######## tone_synth_flat ########
==> tone_synth_flat/sizing.png <==
The bar under the picture is 20 um long.
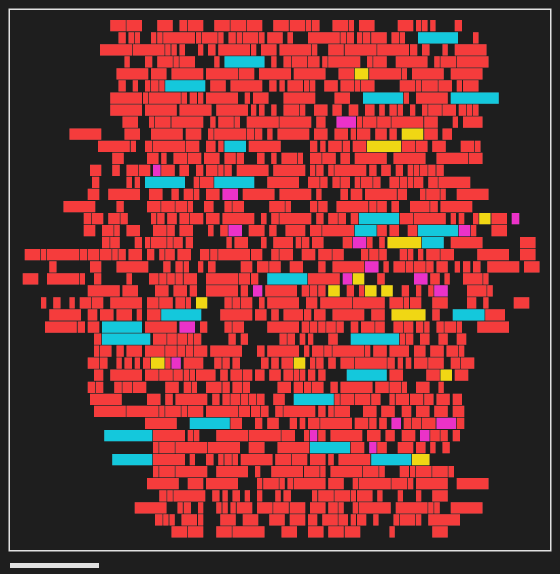

### src/rtl/tone_synth_if.sv
// Note-command handshake into tone_synth.
// Upstream offers one note; the synth takes it when ready.
interface tone_synth_if #(
  parameter int HP_W  = 16,
  parameter int DUR_W = 12
);
  logic             note_valid;
  logic [HP_W-1:0]  note_half_period;
  logic [DUR_W-1:0] note_dur_ms;
  logic             note_ready;

  modport master (
    output note_valid,
    output note_half_period,
    output note_dur_ms,
    input  note_ready
  );

  modport slave (
    input  note_valid,
    input  note_half_period,
    input  note_dur_ms,
    output note_ready
  );
endinterface

### src/rtl/tone_synth.sv
// Square-wave note player with a one-entry note slot
// and a silent articulation gap after every note.
module tone_synth #(
  parameter int GAP_MS = 10,
  parameter int HP_W   = 16,
  parameter int DUR_W  = 12
) (
  input  logic        clk,
  input  logic        rst_n,
  input  logic [15:0] ticks_per_milli,
  tone_synth_if.slave note_if,
  output logic        sound,
  output logic        playing,
  output logic        note_done
);

  localparam int GAP_W = (GAP_MS > 1) ? $clog2(GAP_MS) : 1;
  localparam logic [GAP_W-1:0] GAP_LAST =
    GAP_W'((GAP_MS > 0) ? GAP_MS - 1 : 0);

  typedef enum logic [1:0] {
    IDLE,
    PLAY,
    GAP
  } state_e;

  state_e             state_q;
  logic               pend_full_q;
  logic [HP_W-1:0]    pend_hp_q;
  logic [DUR_W-1:0]   pend_dur_q;
  logic [HP_W-1:0]    act_hp_q;
  logic [DUR_W-1:0]   act_dur_q;
  logic [15:0]        tpm_q;
  logic [15:0]        ms_cnt_q;
  logic [HP_W-1:0]    hp_cnt_q;
  logic [DUR_W-1:0]   dur_cnt_q;
  logic [GAP_W-1:0]   gap_cnt_q;
  logic               sound_q;
  logic               playing_q;
  logic               done_q;

  logic               ready;
  logic               accept;
  logic               ms_tick;
  logic               hp_wrap;
  logic               note_end;
  logic               gap_end;
  logic               leave;
  logic               load;
  logic [15:0]        tpm_d;

  assign ready   = rst_n & ~pend_full_q;
  assign accept  = note_if.note_valid & ready;

  assign note_if.note_ready = ready;
  assign sound     = sound_q;
  assign playing   = playing_q;
  assign note_done = done_q;

  always_comb begin
    ms_tick  = (ms_cnt_q == tpm_q - 16'd1);
    hp_wrap  = (hp_cnt_q == act_hp_q - HP_W'(1));
    note_end = 1'b0;
    gap_end  = 1'b0;
    if (state_q == PLAY) begin
      note_end = (act_dur_q == '0) ||
                 (ms_tick &&
                  dur_cnt_q == act_dur_q - DUR_W'(1));
    end
    if (state_q == GAP) begin
      gap_end = ms_tick && (gap_cnt_q == GAP_LAST);
    end
    // With no gap configured a finished note exits at once
    leave = gap_end || (note_end && (GAP_MS == 0));
    load  = pend_full_q && ((state_q == IDLE) || leave);
    tpm_d = (ticks_per_milli == 16'd0) ? 16'd1
                                       : ticks_per_milli;
  end

  always_ff @(posedge clk) begin
    if (!rst_n) begin
      pend_full_q <= 1'b0;
      pend_hp_q   <= '0;
      pend_dur_q  <= '0;
    end else if (accept) begin
      pend_full_q <= 1'b1;
      pend_hp_q   <= note_if.note_half_period;
      pend_dur_q  <= note_if.note_dur_ms;
    end else if (load) begin
      pend_full_q <= 1'b0;
    end
  end

  always_ff @(posedge clk) begin
    if (!rst_n) begin
      state_q   <= IDLE;
      act_hp_q  <= '0;
      act_dur_q <= '0;
      tpm_q     <= '0;
      ms_cnt_q  <= '0;
      hp_cnt_q  <= '0;
      dur_cnt_q <= '0;
      gap_cnt_q <= '0;
      sound_q   <= 1'b0;
      playing_q <= 1'b0;
      done_q    <= 1'b0;
    end else begin
      done_q <= note_end;
      if (load) begin
        state_q   <= PLAY;
        playing_q <= 1'b1;
        act_hp_q  <= pend_hp_q;
        act_dur_q <= pend_dur_q;
        tpm_q     <= tpm_d;
        ms_cnt_q  <= '0;
        hp_cnt_q  <= '0;
        dur_cnt_q <= '0;
        gap_cnt_q <= '0;
        sound_q   <= 1'b0;
      end else begin
        unique case (state_q)
          PLAY: begin
            if (note_end) begin
              state_q   <= (GAP_MS == 0) ? IDLE : GAP;
              playing_q <= 1'b0;
              sound_q   <= 1'b0;
              ms_cnt_q  <= '0;
              gap_cnt_q <= '0;
            end else begin
              ms_cnt_q <= ms_tick ? 16'd0
                                  : ms_cnt_q + 16'd1;
              if (ms_tick) begin
                dur_cnt_q <= dur_cnt_q + DUR_W'(1);
              end
              unique case (1'b1)
                (act_hp_q == '0): begin
                  sound_q <= 1'b0;
                end
                hp_wrap: begin
                  hp_cnt_q <= '0;
                  sound_q  <= ~sound_q;
                end
                default: begin
                  hp_cnt_q <= hp_cnt_q + HP_W'(1);
                end
              endcase
            end
          end
          GAP: begin
            sound_q <= 1'b0;
            if (gap_end) begin
              state_q <= IDLE;
            end else begin
              ms_cnt_q <= ms_tick ? 16'd0
                                  : ms_cnt_q + 16'd1;
              if (ms_tick) begin
                gap_cnt_q <= gap_cnt_q + GAP_W'(1);
              end
            end
          end
          default: begin
            sound_q   <= 1'b0;
            playing_q <= 1'b0;
          end
        endcase
      end
    end
  end

endmodule

### src/flat_wrapper.sv
// flat-port wrapper written by rule: the top's interface ports become plain ports
module tone_synth_flat 
#(
  parameter int GAP_MS = 10,
  parameter int HP_W   = 16,
  parameter int DUR_W  = 12
)
  (clk, rst_n, ticks_per_milli, sound, playing, note_done, note_if_note_valid, note_if_note_half_period, note_if_note_dur_ms, note_if_note_ready);
  tone_synth_if #(.HP_W(HP_W), .DUR_W(DUR_W)) note_if_i ();
  input  logic clk;
  input  logic rst_n;
  input  logic [15:0] ticks_per_milli;
  output logic sound;
  output logic playing;
  output logic note_done;
  input wire logic [$bits(note_if_i.note_valid)-1:0] note_if_note_valid;
  input wire logic [$bits(note_if_i.note_half_period)-1:0] note_if_note_half_period;
  input wire logic [$bits(note_if_i.note_dur_ms)-1:0] note_if_note_dur_ms;
  output wire logic [$bits(note_if_i.note_ready)-1:0] note_if_note_ready;
  assign note_if_i.note_valid = note_if_note_valid;
  assign note_if_i.note_half_period = note_if_note_half_period;
  assign note_if_i.note_dur_ms = note_if_note_dur_ms;
  assign note_if_note_ready = note_if_i.note_ready;
  tone_synth #(.GAP_MS(GAP_MS), .HP_W(HP_W), .DUR_W(DUR_W)) u_core (.clk(clk), .rst_n(rst_n), .ticks_per_milli(ticks_per_milli), .note_if(note_if_i), .sound(sound), .playing(playing), .note_done(note_done));
endmodule
### config.mk
export PLATFORM = sky130hd
export DESIGN_NAME = tone_synth_flat
export DESIGN_NICKNAME = d
export VERILOG_FILES = /design/src/rtl/tone_synth_if.sv /design/src/rtl/tone_synth.sv /design/src/flat_wrapper.sv
export SDC_FILE = /design/constraint.sdc
export NUM_CORES = 1
export LEC_CHECK = 0
export CAP_MARGIN = 10
export CORE_MARGIN = 2
export CORE_UTILIZATION = 50
export DETAILED_ROUTE_END_ITERATION = 7
export PLACE_DENSITY = 0.81
export SYNTH_ARGS = -nofsm -noshare
export SYNTH_HDL_FRONTEND = slang
export SYNTH_SLANG_ARGS = --single-unit
### constraint.sdc
create_clock -name clk -period 4.7 [get_ports clk]
set_clock_uncertainty 0.05 [all_clocks]
set_input_delay 0.94 -clock clk [delete_from_list [all_inputs] [get_ports clk]]
set_output_delay 0.94 -clock clk [all_outputs]
set_load 0.02 [all_outputs]
######## chacha_ks_sched ########
### src/rtl/chacha_ks_sched.sv
// chacha_ks_sched: sequences chacha_core and streams each 512-bit keystream block as WORD_W words
module chacha_ks_sched #(
    parameter int WORD_W = 32,
    parameter int PREFETCH = 1,
    localparam int NWORDS = 512 / WORD_W
) (
    input  logic           clk,
    input  logic           rst,
    input  logic           start,
    input  logic           abort,
    input  logic [255:0]   key,
    input  logic [63:0]    iv,
    input  logic [63:0]    ctr_init,
    input  logic [31:0]    num_blocks,
    output logic           core_init,
    output logic           core_next,
    output logic [255:0]   core_key,
    output logic [63:0]    core_iv,
    output logic [63:0]    core_ctr,
    input  logic           core_ready,
    input  logic [511:0]   core_data_out,
    input  logic           core_data_valid,
    output logic [WORD_W-1:0] ks_data,
    output logic           ks_valid,
    input  logic           ks_ready,
    output logic           busy,
    output logic           done,
    output logic           exhausted,
    output logic [31:0]    blk_count
);
    localparam int IW = $clog2(NWORDS);
    typedef enum logic [2:0] {IDLE, INIT, WAIT_INIT, REQ, WAIT_BLK, SERVE, DRAIN} state_t;
    state_t state, nxt;
    logic [511:0] blk_buf;
    logic [IW-1:0] idx;
    logic [63:0] ctr;
    logic [31:0] nblk, issued;
    logic [1:0] ign;
    logic last, pf_pend, pf_rdy;
    logic seen, core_hit, acc, last_word, more, cap_pf, cap_wb, finish, outstanding, issue, go;
    // core status is stale for the pulse cycle and the one after it
    assign seen = ign == 2'd0;
    assign core_hit = seen && core_data_valid;
    assign acc = ks_valid && ks_ready;
    assign last_word = acc && idx == IW'(NWORDS - 1);
    assign more = !last && (nblk == 32'd0 || issued != nblk);
    assign cap_pf = last_word && pf_pend && (pf_rdy || core_hit);
    assign cap_wb = state == WAIT_BLK && core_hit;
    assign finish = last_word && !pf_pend && !more && !abort;
    assign go = state == IDLE && nxt == INIT;
    assign busy = state != IDLE;
    assign ks_data = ks_valid ? blk_buf[511 - WORD_W * int'(idx) -: WORD_W] : '0;
    assign outstanding = state == INIT || state == REQ
        || (state == WAIT_INIT && !(seen && core_ready))
        || (state == WAIT_BLK && !core_hit)
        || (state == SERVE && pf_pend && !pf_rdy && !core_hit);
    assign issue = nxt == REQ
        || (PREFETCH != 0 && nxt == SERVE && (state != SERVE || cap_pf) && more);
    always_comb begin
        nxt = state;
        case (state)
            IDLE:      nxt = start && !abort ? INIT : IDLE;
            INIT:      nxt = WAIT_INIT;
            WAIT_INIT: nxt = seen && core_ready ? REQ : WAIT_INIT;
            REQ:       nxt = WAIT_BLK;
            WAIT_BLK:  nxt = cap_wb ? SERVE : WAIT_BLK;
            SERVE:     nxt = !last_word ? SERVE : cap_pf ? SERVE : pf_pend ? WAIT_BLK : more ? REQ : IDLE;
            DRAIN:     nxt = seen && (core_ready || core_data_valid) ? IDLE : DRAIN;
            default:   nxt = IDLE;
        endcase
        if (abort && state != IDLE && state != DRAIN)
            nxt = outstanding ? DRAIN : IDLE;
    end
    always_ff @(posedge clk) begin
        if (rst) begin
            state <= IDLE;
            core_init <= 1'b0;
            core_next <= 1'b0;
            core_key <= '0;
            core_iv <= '0;
            core_ctr <= '0;
            ks_valid <= 1'b0;
            done <= 1'b0;
            exhausted <= 1'b0;
            blk_count <= '0;
            blk_buf <= '0;
            idx <= '0;
            ctr <= '0;
            nblk <= '0;
            issued <= '0;
            ign <= '0;
            last <= 1'b0;
            pf_pend <= 1'b0;
            pf_rdy <= 1'b0;
        end else begin
            state <= nxt;
            core_init <= go;
            core_next <= issue;
            ks_valid <= nxt == SERVE;
            done <= finish;
            ign <= issue || go ? 2'd2 : seen ? ign : ign - 2'd1;
            idx <= last_word || nxt != SERVE ? '0 : idx + IW'(acc);
            if (go) begin
                core_key <= key;
                core_iv <= iv;
                ctr <= ctr_init;
                nblk <= num_blocks;
                issued <= '0;
                last <= 1'b0;
                blk_count <= '0;
                exhausted <= 1'b0;
            end
            if (issue) begin
                core_ctr <= ctr;
                issued <= issued + 32'd1;
                if (&ctr) last <= 1'b1;
                else ctr <= ctr + 64'd1;
            end
            if (cap_pf || cap_wb) blk_buf <= core_data_out;
            else if (abort) blk_buf <= '0;
            if (last_word && !(&blk_count)) blk_count <= blk_count + 32'd1;
            if (finish && last) exhausted <= 1'b1;
            if (issue && nxt == SERVE) begin
                pf_pend <= 1'b1;
                pf_rdy <= 1'b0;
            end else if (cap_pf || cap_wb || nxt == IDLE || nxt == DRAIN) begin
                pf_pend <= 1'b0;
                pf_rdy <= 1'b0;
            end else if (state == SERVE && pf_pend && core_hit) pf_rdy <= 1'b1;
        end
    end
endmodule

### config.mk
export PLATFORM = sky130hd
export DESIGN_NAME = chacha_ks_sched
export DESIGN_NICKNAME = d
export VERILOG_FILES = /design/src/rtl/chacha_ks_sched.sv
export SDC_FILE = /design/constraint.sdc
export NUM_CORES = 2
export LEC_CHECK = 0
export CAP_MARGIN = 20
export CELL_PAD_IN_SITES_DETAIL_PLACEMENT = 1
export CELL_PAD_IN_SITES_GLOBAL_PLACEMENT = 1
export CORE_AREA = 2 2 546 548
export CTS_BUF_LIST = sky130_fd_sc_hd__clkbuf_8
export CTS_CLUSTER_DIAMETER = 40
export DETAILED_ROUTE_END_ITERATION = 7
export DIE_AREA = 0 0 548 550
export PLACE_DENSITY = 0.5
export SLEW_MARGIN = 20
export SYNTH_ARGS = -nofsm -noshare
export SYNTH_HDL_FRONTEND = slang
export SYNTH_SLANG_ARGS = --single-unit
### constraint.sdc
create_clock -name clk -period 3.8 [get_ports clk]
set_clock_uncertainty 0.15 [all_clocks]
set_input_delay 0.57 -clock clk [delete_from_list [all_inputs] [get_ports clk]]
set_output_delay 0.57 -clock clk [all_outputs]
set_load 0.02 [all_outputs]
######## i2c_cfg_sequencer ########
File: src/rtl/cfg_seq_pkg.sv
// Shared types and entry field helpers for the I2C configuration sequencer.
package cfg_seq_pkg;

  // Sequencer states
  typedef enum logic [2:0] {
    ST_INIT,
    ST_FETCH,
    ST_WRITE,
    ST_READ,
    ST_DELAY,
    ST_NEXT,
    ST_DONE,
    ST_ERROR
  } cfg_state_e;

  // Delay counts are scaled by a 16-bit unit, so the counter grows by this much
  localparam int unsigned DELAY_UNIT_W = 16;

  // Wide all-ones constant; sliced to the address width for the default delay marker
  localparam logic [15:0] DELAY_ADDR_ALL1 = 16'hFFFF;

  // LUT entry layout is {addr, data}, data in the low bits
  localparam int unsigned DATA_LSB = 0;

  function automatic int unsigned addr_msb(input int unsigned aw, input int unsigned dw);
    return aw + dw - 1;
  endfunction

  function automatic int unsigned addr_lsb(input int unsigned dw);
    return dw;
  endfunction

  function automatic int unsigned data_msb(input int unsigned dw);
    return dw - 1;
  endfunction

endpackage

File: src/rtl/cfg_wait_counter.sv
// Loadable down-counter with a zero flag; used for the power-up wait and delay entries.
module cfg_wait_counter #(
  parameter int unsigned CNT_W = 32
) (
  input  logic             clk,
  input  logic             rst_n,
  input  logic             i_load,
  input  logic [CNT_W-1:0] i_load_val,
  input  logic             i_dec,
  output logic             o_zero_c
);

  logic [CNT_W-1:0] r_cnt;

  // Load has priority; decrement saturates at zero
  always_ff @(posedge clk or negedge rst_n) begin
    if (!rst_n) begin
      r_cnt <= '0;
    end else if (i_load) begin
      r_cnt <= i_load_val;
    end else if (i_dec && (r_cnt != '0)) begin
      r_cnt <= r_cnt - CNT_W'(1);
    end
  end

  assign o_zero_c = (r_cnt == '0);

endmodule

File: src/rtl/i2c_cfg_sequencer.sv
// Walks a {reg addr, reg data} config LUT and issues one I2C write per entry,
// with power-up wait, delay entries, optional read-back verify and bounded retries.
module i2c_cfg_sequencer
  import cfg_seq_pkg::*;
#(
  parameter int unsigned               REG_ADDR_W = 8,
  parameter int unsigned               REG_DATA_W = 16,
  parameter int unsigned               IDX_W      = 8,
  parameter logic [19:0]               INIT_WAIT  = 20'd1_000_000,
  parameter logic [REG_ADDR_W-1:0]     DELAY_ADDR = DELAY_ADDR_ALL1[REG_ADDR_W-1:0],
  parameter logic [15:0]               DELAY_UNIT = 16'd1000,
  parameter bit                        VERIFY_EN  = 1'b1,
  parameter int unsigned               MAX_RETRY  = 3
) (
  input  logic                           clk,
  input  logic                           rst_n,
  input  logic                           cfg_restart,
  output logic [IDX_W-1:0]               lut_index,
  input  logic [REG_ADDR_W+REG_DATA_W-1:0] lut_data,
  input  logic [IDX_W-1:0]               lut_size,
  output logic                           i2c_wr_req,
  output logic                           i2c_rd_req,
  output logic [REG_ADDR_W-1:0]          i2c_addr,
  output logic [REG_DATA_W-1:0]          i2c_wdata,
  input  logic [REG_DATA_W-1:0]          i2c_rdata,
  input  logic                           i2c_done,
  input  logic                           i2c_nack,
  output logic                           cfg_busy,
  output logic                           cfg_done,
  output logic                           cfg_error,
  output logic [IDX_W-1:0]               err_index
);

  localparam int unsigned CNT_W    = REG_DATA_W + DELAY_UNIT_W;
  localparam int unsigned RETRY_W  = (MAX_RETRY > 1) ? $clog2(MAX_RETRY) : 1;
  localparam int unsigned ADDR_MSB = addr_msb(REG_ADDR_W, REG_DATA_W);
  localparam int unsigned ADDR_LSB = addr_lsb(REG_DATA_W);
  localparam int unsigned DATA_MSB = data_msb(REG_DATA_W);
  // INIT spends one cycle loading and then counts down to zero, hence the -2
  localparam logic [CNT_W-1:0]   INIT_LOAD  = (INIT_WAIT >= 20'd2) ? CNT_W'(INIT_WAIT - 20'd2) : '0;
  localparam logic [RETRY_W-1:0] RETRY_LAST = RETRY_W'(MAX_RETRY - 1);

  cfg_state_e            r_state;
  logic [IDX_W-1:0]      r_index;
  logic [IDX_W-1:0]      r_err_index;
  logic [REG_ADDR_W-1:0] r_addr;
  logic [REG_DATA_W-1:0] r_wdata;
  logic [RETRY_W-1:0]    r_retry;
  logic                  r_wr_req;
  logic                  r_rd_req;
  logic                  r_busy;
  logic                  r_done;
  logic                  r_error;
  logic                  r_init_loaded;

  logic [REG_ADDR_W-1:0] w_lut_addr;
  logic [REG_DATA_W-1:0] w_lut_data;
  logic                  w_is_delay;
  logic [CNT_W-1:0]      w_delay_prod;
  logic [IDX_W-1:0]      w_index_nxt;
  logic                  w_cnt_load;
  logic                  w_cnt_dec;
  logic [CNT_W-1:0]      w_cnt_val;
  logic                  w_cnt_zero;
  logic                  w_retry_last;

  assign w_lut_addr   = lut_data[ADDR_MSB:ADDR_LSB];
  assign w_lut_data   = lut_data[DATA_MSB:DATA_LSB];
  assign w_is_delay   = (w_lut_addr == DELAY_ADDR);
  assign w_delay_prod = CNT_W'(w_lut_data) * CNT_W'(DELAY_UNIT);
  assign w_index_nxt  = r_index + IDX_W'(1);
  assign w_retry_last = (r_retry == RETRY_LAST);

  // Counter control: INIT loads once then counts; FETCH of a delay entry loads the delay
  assign w_cnt_load = ((r_state == ST_INIT) && !r_init_loaded) ||
                      ((r_state == ST_FETCH) && w_is_delay);
  assign w_cnt_val  = (r_state == ST_FETCH) ? w_delay_prod : INIT_LOAD;
  assign w_cnt_dec  = ((r_state == ST_INIT) && r_init_loaded) || (r_state == ST_DELAY);

  cfg_wait_counter #(
    .CNT_W (CNT_W)
  ) u_wait (
    .clk        (clk),
    .rst_n      (rst_n),
    .i_load     (w_cnt_load),
    .i_load_val (w_cnt_val),
    .i_dec      (w_cnt_dec),
    .o_zero_c   (w_cnt_zero)
  );

  // Sequencer FSM with registered outputs; restart overrides everything, including i2c_done
  always_ff @(posedge clk or negedge rst_n) begin
    if (!rst_n) begin
      r_state       <= ST_INIT;
      r_index       <= '0;
      r_err_index   <= '0;
      r_addr        <= '0;
      r_wdata       <= '0;
      r_retry       <= '0;
      r_wr_req      <= 1'b0;
      r_rd_req      <= 1'b0;
      r_busy        <= 1'b0;
      r_done        <= 1'b0;
      r_error       <= 1'b0;
      r_init_loaded <= 1'b0;
    end else if (cfg_restart) begin
      r_state       <= ST_INIT;
      r_index       <= '0;
      r_wr_req      <= 1'b0;
      r_rd_req      <= 1'b0;
      r_busy        <= 1'b1;
      r_done        <= 1'b0;
      r_error       <= 1'b0;
      r_init_loaded <= 1'b0;
    end else begin
      case (r_state)
        ST_INIT: begin
          r_busy <= 1'b1;
          if (!r_init_loaded) begin
            r_init_loaded <= 1'b1;
          end else if (w_cnt_zero) begin
            r_index <= '0;
            if (lut_size == '0) begin
              r_state <= ST_DONE;
              r_busy  <= 1'b0;
              r_done  <= 1'b1;
            end else begin
              r_state <= ST_FETCH;
            end
          end
        end
        ST_FETCH: begin
          r_addr  <= w_lut_addr;
          r_wdata <= w_lut_data;
          if (w_is_delay) begin
            r_state <= ST_DELAY;
          end else begin
            r_retry  <= '0;
            r_wr_req <= 1'b1;
            r_state  <= ST_WRITE;
          end
        end
        ST_WRITE: begin
          if (r_wr_req && i2c_done) begin
            r_wr_req <= 1'b0;
            if (i2c_nack) begin
              if (w_retry_last) begin
                r_state     <= ST_ERROR;
                r_busy      <= 1'b0;
                r_error     <= 1'b1;
                r_err_index <= r_index;
              end else begin
                // stay in WRITE; request re-asserts after one idle cycle
                r_retry <= r_retry + RETRY_W'(1);
              end
            end else if (VERIFY_EN) begin
              r_rd_req <= 1'b1;
              r_state  <= ST_READ;
            end else begin
              r_state <= ST_NEXT;
            end
          end else if (!r_wr_req) begin
            r_wr_req <= 1'b1;
          end
        end
        ST_READ: begin
          if (i2c_done) begin
            r_rd_req <= 1'b0;
            if (!i2c_nack && (i2c_rdata == r_wdata)) begin
              r_state <= ST_NEXT;
            end else if (w_retry_last) begin
              r_state     <= ST_ERROR;
              r_busy      <= 1'b0;
              r_error     <= 1'b1;
              r_err_index <= r_index;
            end else begin
              r_retry  <= r_retry + RETRY_W'(1);
              r_wr_req <= 1'b1;
              r_state  <= ST_WRITE;
            end
          end
        end
        ST_DELAY: begin
          if (w_cnt_zero) begin
            r_state <= ST_NEXT;
          end
        end
        ST_NEXT: begin
          r_index <= w_index_nxt;
          if (w_index_nxt == lut_size) begin
            r_state <= ST_DONE;
            r_busy  <= 1'b0;
            r_done  <= 1'b1;
          end else begin
            r_state <= ST_FETCH;
          end
        end
        ST_DONE, ST_ERROR: begin
        end
        default: r_state <= ST_INIT;
      endcase
    end
  end

  assign lut_index  = r_index;
  assign err_index  = r_err_index;
  assign i2c_addr   = r_addr;
  assign i2c_wdata  = r_wdata;
  assign i2c_wr_req = r_wr_req;
  assign i2c_rd_req = r_rd_req;
  assign cfg_busy   = r_busy;
  assign cfg_done   = r_done;
  assign cfg_error  = r_error;

endmodule
File: config.mk
export PLATFORM = sky130hd
export DESIGN_NAME = i2c_cfg_sequencer
export DESIGN_NICKNAME = d
export VERILOG_FILES = /design/src/rtl/cfg_seq_pkg.sv /design/src/rtl/cfg_wait_counter.sv /design/src/rtl/i2c_cfg_sequencer.sv
export SDC_FILE = /design/constraint.sdc
export NUM_CORES = 1
export LEC_CHECK = 0
export CORE_AREA = 2 2 117 119
export CTS_CLUSTER_DIAMETER = 150
export CTS_CLUSTER_SIZE = 25
export DETAILED_ROUTE_END_ITERATION = 10
export DIE_AREA = 0 0 119 121
export GPL_TIMING_DRIVEN = 1
export HOLD_SLACK_MARGIN = 0.02
export PLACE_DENSITY = 0.85
export SLEW_MARGIN = 10
export SYNTH_ARGS = -nofsm -noshare
export SYNTH_HDL_FRONTEND = slang
export SYNTH_SLANG_ARGS = --single-unit
File: constraint.sdc
create_clock -name clk -period 5.1 [get_ports clk]
set_input_delay 1.02 -clock clk [delete_from_list [all_inputs] [get_ports clk]]
set_output_delay 1.02 -clock clk [all_outputs]
set_load 0.01 [all_outputs]
######## reg_window_decoder ########
[config.mk]
export PLATFORM = sky130hd
export DESIGN_NAME = reg_window_decoder
export DESIGN_NICKNAME = d
export VERILOG_FILES = /design/src/rtl/sparc_regfile_pkg.sv /design/src/rtl/onehot_decoder.sv /design/src/rtl/reg_window_decoder.sv
export SDC_FILE = /design/constraint.sdc
export NUM_CORES = 1
export LEC_CHECK = 0
export CAP_MARGIN = 20
export CORE_MARGIN = 2
export CORE_UTILIZATION = 47
export CTS_CLUSTER_DIAMETER = 60
export DETAILED_ROUTE_END_ITERATION = 12
export PLACE_DENSITY = 0.83
export SYNTH_ARGS = -nofsm -noshare
export SYNTH_HDL_FRONTEND = slang
export SYNTH_SLANG_ARGS = --single-unit
[constraint.sdc]
create_clock -name Clk -period 6.1 [get_ports Clk]
set_clock_uncertainty 0.05 [all_clocks]
set_input_delay 1.22 -clock Clk [delete_from_list [all_inputs] [get_ports Clk]]
set_output_delay 1.22 -clock Clk [all_outputs]
set_load 0.01 [all_outputs]
[src/rtl/sparc_regfile_pkg.sv]
// Shared register-file constants and the logical-to-physical register mapping.
package sparc_regfile_pkg;

    localparam int unsigned GLOBALS      = 8;
    localparam int unsigned REGS_PER_WIN = 16;
    localparam int unsigned OUTS         = 0;
    localparam int unsigned LOCALS       = 8;
    localparam int unsigned INS          = 16;

    // r0 maps one past the last physical line so a range-checked decoder drops it.
    function automatic int unsigned phys_index(input logic [4:0] addr,
                                               input int unsigned cwp,
                                               input int unsigned nwin);
        int unsigned span;
        int unsigned base;
        int unsigned s;
        span = REGS_PER_WIN * nwin;
        if (addr == 5'd0) begin
            return GLOBALS + span;
        end
        if (addr[4:3] == 2'd0) begin
            return 32'(addr);
        end
        unique case (addr[4:3])
            2'd1:    base = OUTS;
            2'd2:    base = LOCALS;
            default: base = INS;
        endcase
        s = REGS_PER_WIN * cwp + base + 32'(addr[2:0]);
        if (s >= span) begin
            s = s - span;
        end
        return GLOBALS + s;
    endfunction

endpackage

[src/rtl/onehot_decoder.sv]
// Combinational binary-to-one-hot decoder with enable; out-of-range inputs decode to zero.
module onehot_decoder #(
    parameter int unsigned IN_W  = 4,
    parameter int unsigned OUT_W = 16
) (
    input  logic             en,
    input  logic [IN_W-1:0]  idx,
    output logic [OUT_W-1:0] dec_c
);

    always_comb begin
        dec_c = '0;
        for (int i = 0; i < OUT_W; i++) begin
            if (en && (idx == IN_W'(i))) begin
                dec_c[i] = 1'b1;
            end
        end
    end

endmodule

[src/rtl/reg_window_decoder.sv]
// Windowed register-file write-select decoder; owns CWP/WIM and flags SAVE/RESTORE traps.
module reg_window_decoder
    import sparc_regfile_pkg::*;
#(
    parameter int unsigned NWIN = 8,
    parameter int unsigned CWPW = (NWIN > 1) ? $clog2(NWIN) : 1,
    parameter int unsigned PHYS = 8 + 16 * NWIN
) (
    input  logic            Clk,
    input  logic            Rst,
    input  logic [4:0]      Addr,
    input  logic            Ld,
    input  logic            Save,
    input  logic            Restore,
    input  logic            CwpLd,
    input  logic [CWPW-1:0] CwpIn,
    input  logic            WimLd,
    input  logic [NWIN-1:0] WimIn,
    output logic [PHYS-1:0] Eout,
    output logic [CWPW-1:0] Cwp,
    output logic            TrapOvf,
    output logic            TrapUnf
);

    localparam int unsigned IDX_W = $clog2(PHYS + 1);

    logic [NWIN-1:0]  wim;
    logic [IDX_W-1:0] phys_idx;
    logic [PHYS-1:0]  eout_c;
    logic [CWPW-1:0]  cwp_dec;
    logic [CWPW-1:0]  cwp_inc;
    logic [CWPW-1:0]  cwp_nxt;
    logic             ovf_nxt;
    logic             unf_nxt;

    assign phys_idx = IDX_W'(phys_index(Addr, 32'(Cwp), NWIN));

    onehot_decoder #(
        .IN_W  (IDX_W),
        .OUT_W (PHYS)
    ) u_dec (
        .en    (Ld),
        .idx   (phys_idx),
        .dec_c (eout_c)
    );

    // Neighbouring windows with explicit wrap so any NWIN works.
    assign cwp_dec = (Cwp == '0) ? CWPW'(NWIN - 1) : Cwp - 1'b1;
    assign cwp_inc = (Cwp == CWPW'(NWIN - 1)) ? '0 : Cwp + 1'b1;

    always_comb begin
        cwp_nxt = Cwp;
        ovf_nxt = 1'b0;
        unf_nxt = 1'b0;
        if (CwpLd) begin
            cwp_nxt = CWPW'(32'(CwpIn) % NWIN);
        end else if (Save && Restore) begin
            cwp_nxt = Cwp;
        end else if (Save) begin
            if (wim[cwp_dec]) begin
                ovf_nxt = 1'b1;
            end else begin
                cwp_nxt = cwp_dec;
            end
        end else if (Restore) begin
            if (wim[cwp_inc]) begin
                unf_nxt = 1'b1;
            end else begin
                cwp_nxt = cwp_inc;
            end
        end
    end

    always_ff @(posedge Clk) begin
        if (Rst) begin
            Eout    <= '0;
            Cwp     <= '0;
            wim     <= '0;
            TrapOvf <= 1'b0;
            TrapUnf <= 1'b0;
        end else begin
            Eout    <= eout_c;
            Cwp     <= cwp_nxt;
            TrapOvf <= ovf_nxt;
            TrapUnf <= unf_nxt;
            if (WimLd) begin
                wim <= WimIn;
            end
        end
    end

endmodule
==> tone_synth_flat/m2.png <==
The bar under the picture is 20 um long. Cells faint in the background.
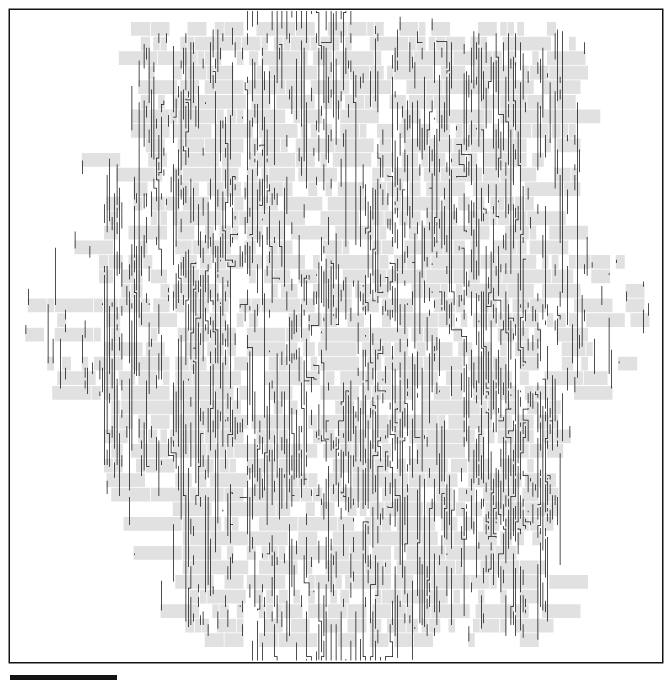
wire length on this layer: 7440 um
share of all routed wire: 46%

Notes on tone_synth_flat/sizing.png above:
legend:
  magenta:
    size: x2
    cells: 19
  cyan:
    size: x6 and larger
    cells: 25
  yellow:
    size: x3 and x4
    cells: 15
  red:
    size: x1 and smaller
    cells: 832
Syn-to-layout area delta: 16.80%
final worst setup slack: 0.9897 ns
Final Cell Area: 8114 um^2
Buffers, non-clock: 58

==> results.py, tone_synth_flat <==
# Physical implementation metrics
metrics = {
    "status": {
        "status": "completed",
    },
    "setup_path": {
        "path_depth": 11,
        "critPathMaxFanout": 18,
        "crit_chain": "inv_1 -> ha_1 -> or4b_1 -> or3_1 -> a22oi_1 -> nand4_1 -> nor4_4 -> buf_4 -> nor2_2 -> or4_1 -> a21oi_1",
        "rr_worst_depth": 11,
    },
    "logic_synthesis": {
        "ys_async_sr_fraction": 0,
        "edf_count": 0,
        "synth_area_leader_cell": "dfxtp_1",
        "ys_area_um2": 6947,
        "yosys_warnings": 0,
        "yosysMostFrequentCell": "nand2_1",
        "top_logic_kind": "simple AND/OR/NAND/NOR gates",
        "netlist_instances": 849,
        "xor_area_frac": 0.08195,
        "topCellsByArea": "dfxtp_1, nand2_1, mux2i_1, xnor2_1, o21ai_0",
        "top_area_frac": 0.3631,
        "fp_nets": 908,
    },
    "route": {
        "highest_layer": "met4",
        "drc": 0,
    },
    "timing": {
        "finalMaxSlewViolations": 0,
        "finalSetupViolations": 0,
        "max-slew-margin-rel": 0.3625,
        "hold_slack_ns": 0.4088,
        "rsz0062_at_grt": "false",
        "fmax_mhz": 269.5,
    },
    "floorplanning": {
        "core_um2": 13720,
        "die-area_um2": 14850,
        "dieWidth_um": 121.9,
    },
    "place": {
        "gp_congestion": 0.8992,
    },
    "hold_path": {
        "min_path_type": "register to register",
    },
    "finish": {
        "fin_nets": 937,
        "comb_area_share": 0.5030,
        "area.combinational_um2": 4081,
        "n_fill_cell": 1207,
        "layout_top_cell": "nand2_1",
    },
    "grt": {
        "met2_usage": 0.3582,
        "grt_start_max_net_pins": 89,
        "antenna_found_initial": 0,
        "grt_pass1_wl_um": 27100,
    },
    "cts": {
        "clock-sinks": 126,
        "htreeDepth": 4,
        "cts_buffer_depth": 2,
        "tritoncts": "yes",
    },
    "job": {
        "cap_violations": 0,
    },
    "power_and_ir_drop": {
        "power_density_nw_per_um2": 431.6,
    },
}
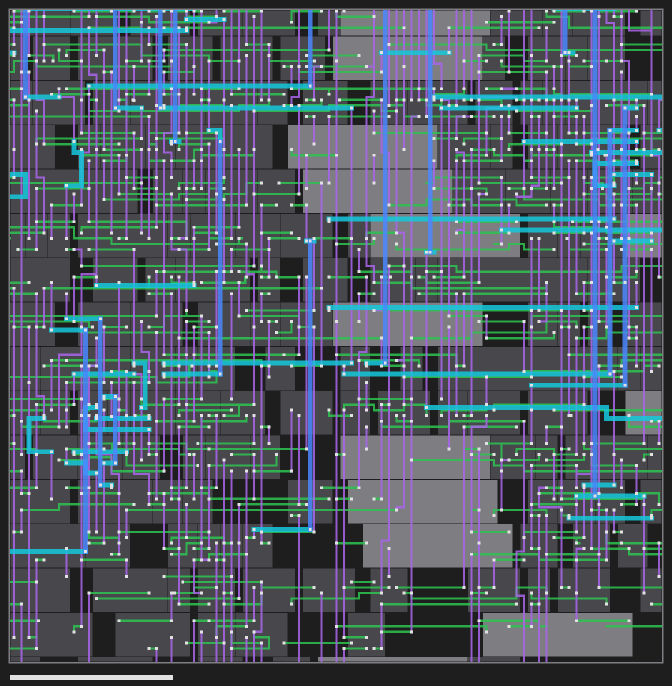
(i2c_cfg_sequencer/closeup.png)
The bar under the picture is 10 um long. Window x 40 to 80, y 16 to 56 um. Cells in gray, sequential cells in the stronger gray; small squares are vias.
legend:
  purple:
    layer: M2
  blue:
    layer: M4
  cyan:
    layer: M3
  green:
    layer: M1
netlist names of flops here include: u_wait.r_cnt (10)
most frequent: buf_4 (20), nor2_1 (17), xor2_1 (12)
cells with their middle in the window: 167
sequential cells in the window: 10

==> i2c_cfg_sequencer/m2.png <==
The bar under the picture is 20 um long. Cells faint in the background.
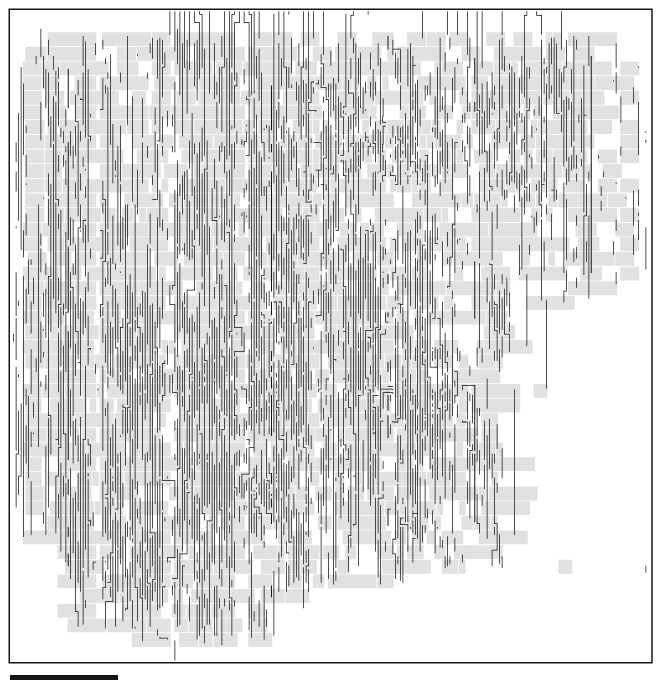
main direction: vertical
longest straight run: 53.7 um
share of all routed wire: 50%
wire length on this layer: 10300 um
met2 Use GR: 0.5004
final wirelength: 20510 um
Vias: 6438

==> results.py, i2c_cfg_sequencer <==
# Physical implementation metrics
metrics = {
    "cts": {
        "cts.repair.resized": 70,
        "cts_root_buf": "clkbuf_16",
        "htreeDepth": 3,
        "clock-sinks": 83,
    },
    "place": {
        "dpl.hpwl_um": 13650,
    },
    "floorplanning": {
        "nWellTaps": 176,
        "dieWidth_um": 119,
    },
    "finish": {
        "area.combinational_um2": 4736,
        "largestClassByArea": "combinational gates",
    },
    "setup_path": {
        "critPathMaxFanout": 3,
    },
    "power_and_ir_drop": {
        "power_density_nw_per_um2": 449.6,
        "switching_share": 0.4050,
        "finalPower_uw": 4196,
    },
    "logic_synthesis": {
        "synth_area_um2": 7093,
        "ff_type": "dfrtp_1",
    },
    "timing": {
        "finalSetupViolations": 1,
        "worst_pin_slew_ns": 1.035,
        "max-slew-margin-rel": 0.3050,
        "fin_ws_ns": -0.1144,
        "rsz0062_at_grt": "true",
    },
    "status": {
        "status": "finished with violations",
        "failed_checks": "negative setup slack",
    },
}
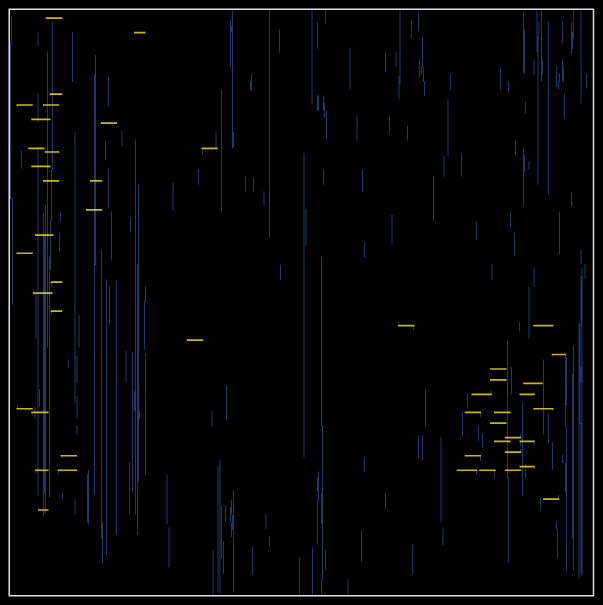
(chacha_ks_sched/layers.png)
Only two layers are drawn.
legend:
  yellow:
    layer: M5
    wire_length: 658 um
  blue:
    layer: M4
    wire_length: 12300 um
GRT Overall Usage: 0.1936
wire per inst: 25.85 um
Vias: 50718

==> chacha_ks_sched/m2.png <==
The bar under the picture is 200 um long. Cells faint in the background.
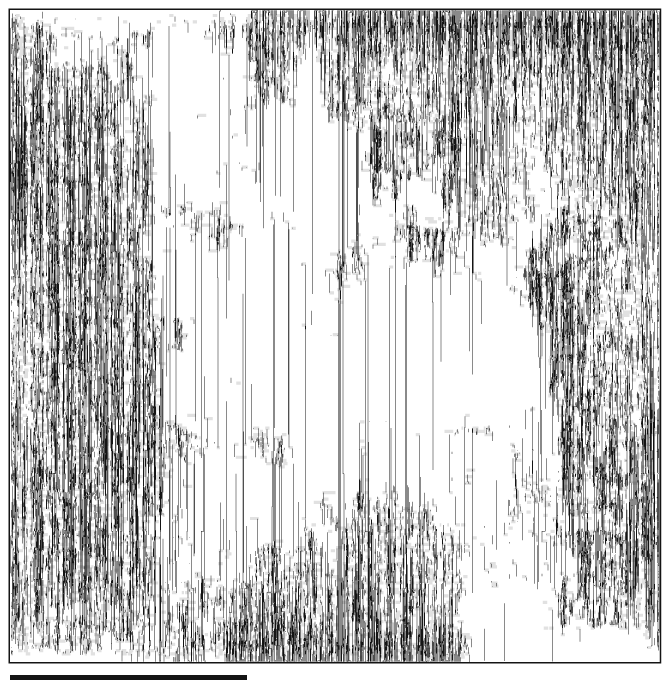
wire length on this layer: 148 mm
longest straight run: 313 um

==> results.py, chacha_ks_sched <==
# Physical implementation metrics
metrics = {
    "status": {
        "status": "finished with violations",
        "failed_checks": "negative setup slack",
    },
    "finish": {
        "comb_area_share": 0.2904,
        "largestClassByArea": "non-clock buffers",
        "nClkBuffers": 344,
        "largest_reg_flops": 512,
        "multiInputCombCellCount": 3898,
        "syn_to_final_growth_pct": 71.24,
        "stdcell_count": 11838,
    },
    "cts": {
        "clk_latency_ns": 1.01,
        "cts_buffer_depth": 4,
        "post_cts_buffers": 26,
    },
    "setup_path": {
        "setup.worst_path.start": "idx[0]",
        "critPathMaxFanout": 6,
        "path_delay_family": "multiplexers",
    },
    "grt": {
        "grt_pass1_vias": 52785,
        "grt_overflow_total": 0,
        "grt_pass1_wl_um": 416200,
    },
    "logic_synthesis": {
        "synth-seq-cells": 1073,
        "top_logic_kind": "simple AND/OR/NAND/NOR gates",
        "simple_gate_area_frac": 0.2564,
    },
    "place": {
        "io_buffers": 1388,
        "dpl.hpwl_um": 239400,
    },
    "floorplanning": {
        "io_pins": 1389,
        "nWellTaps": 3939,
        "core_um2": 295500,
    },
    "timing": {
        "max-slew-margin-rel": 0.2680,
        "hold_viol_final": 0,
        "finalSetupViolations": 32,
        "fin_ws_ns": -0.3106,
    },
    "route": {
        "firstDrtPassIters": 5,
    },
    "power_and_ir_drop": {
        "power_leader": "clock",
    },
}
==> reg_window_decoder/m2.png <==
The bar under the picture is 20 um long. Cells faint in the background.
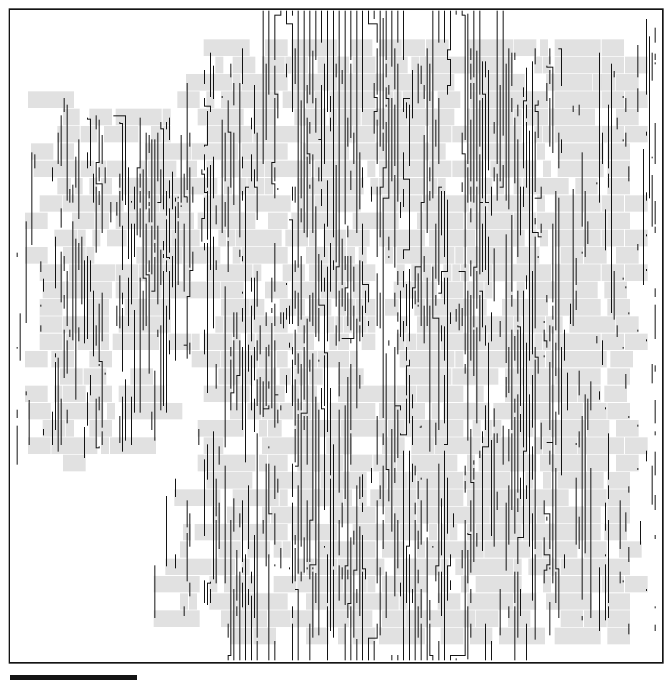
nets with wire on the layer: 560
share of all routed wire: 53%
final wirelength: 12300 um
Vias: 3638
met2 Use GR: 0.4354

==> results.py, reg_window_decoder <==
# Physical implementation metrics
metrics = {
    "status": {
        "status": "completed",
    },
    "logic_synthesis": {
        "ys_area_um2": 4559,
        "ys_top_cells_by_count": "nor2_1, dfxtp_1, nand2_1",
        "yosys_warnings": 0,
        "synthMuxAreaShare": 0.05543,
    },
    "finish": {
        "diodes": 0,
        "regArea_um2": 2983,
        "fin_nets": 634,
    },
    "grt": {
        "grt_use_met1": 0.2651,
        "grtUsageMet3": 0.07525,
        "grt.busiest_layer": "met2",
    },
    "cts": {
        "cts.repair.resized": 0,
    },
    "timing": {
        "finalMaxSlewViolations": 0,
    },
    "job": {
        "warnings": 29,
    },
    "setup_path": {
        "critPathSlowestCell": "clkdlybuf4s50_1",
    },
    "power_and_ir_drop": {
        "power_leader": "sequential cells",
        "seqPwrFrac": 0.460,
    },
}

==> screenshots <==
M1 wires.
(a)
The bar under the picture is 200 um long. Supply wires on this layer in gray. Cells faint in the background.
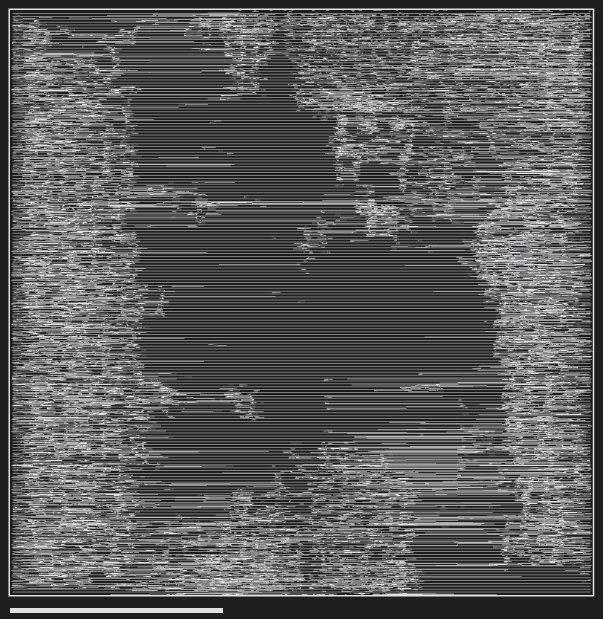
(b)
The bar under the picture is 20 um long. Supply wires on this layer in gray. Cells faint in the background.
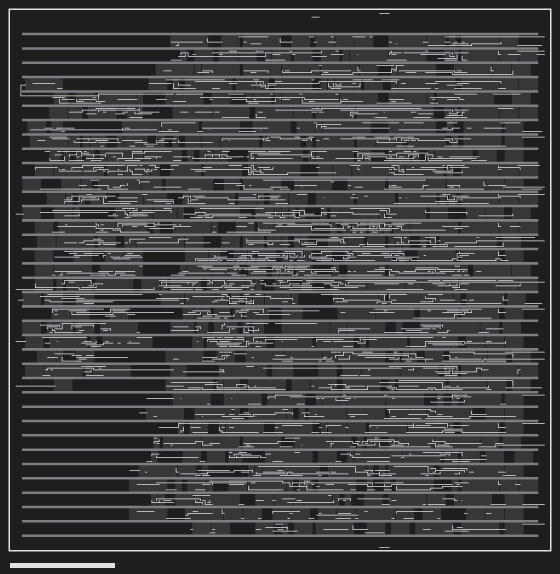
(c)
The bar under the picture is 20 um long. Supply wires on this layer in gray. Cells faint in the background.
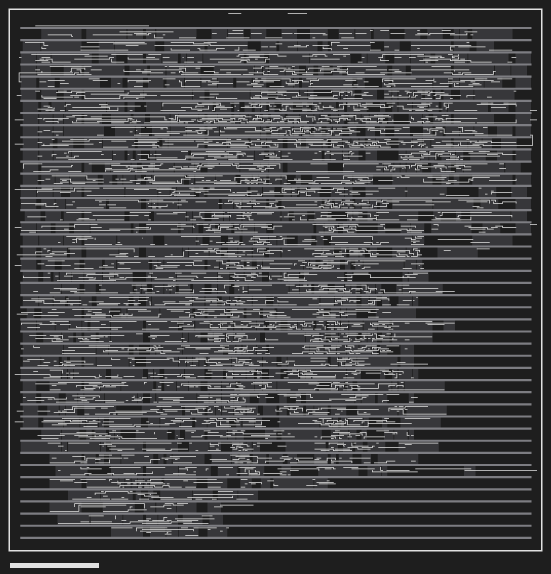
(d)
The bar under the picture is 20 um long. Supply wires on this layer in gray. Cells faint in the background.
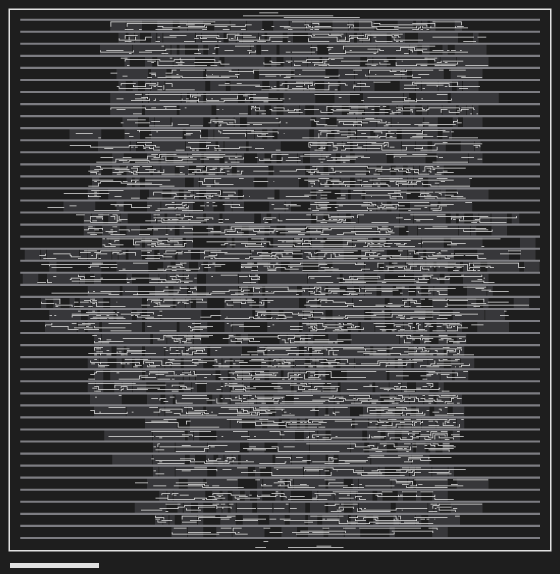
The one with the smallest die is (b).
| picture | from |
|---|---|
| (a) | chacha_ks_sched |
| (c) | i2c_cfg_sequencer |
| (b) | reg_window_decoder |
| (d) | tone_synth_flat |



==> layout pictures side by side <==
Track usage over the die.
picture 1
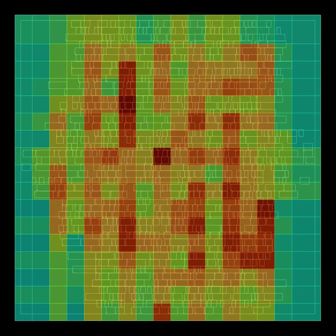
picture 2
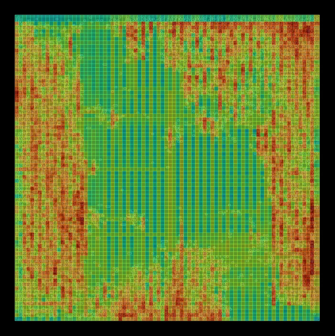
picture 3
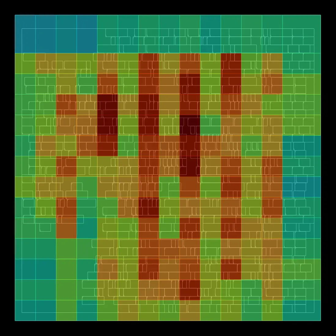
picture 4
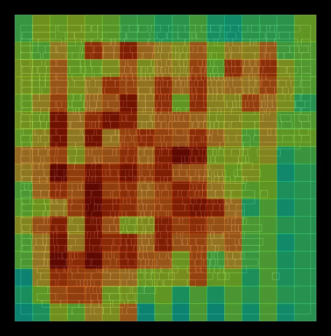
Of these, lowest track usage: picture 2
Of these, most wire per cell: picture 2
picture 1 -> tone_synth_flat
picture 3 -> reg_window_decoder
picture 2 -> chacha_ks_sched
picture 4 -> i2c_cfg_sequencer

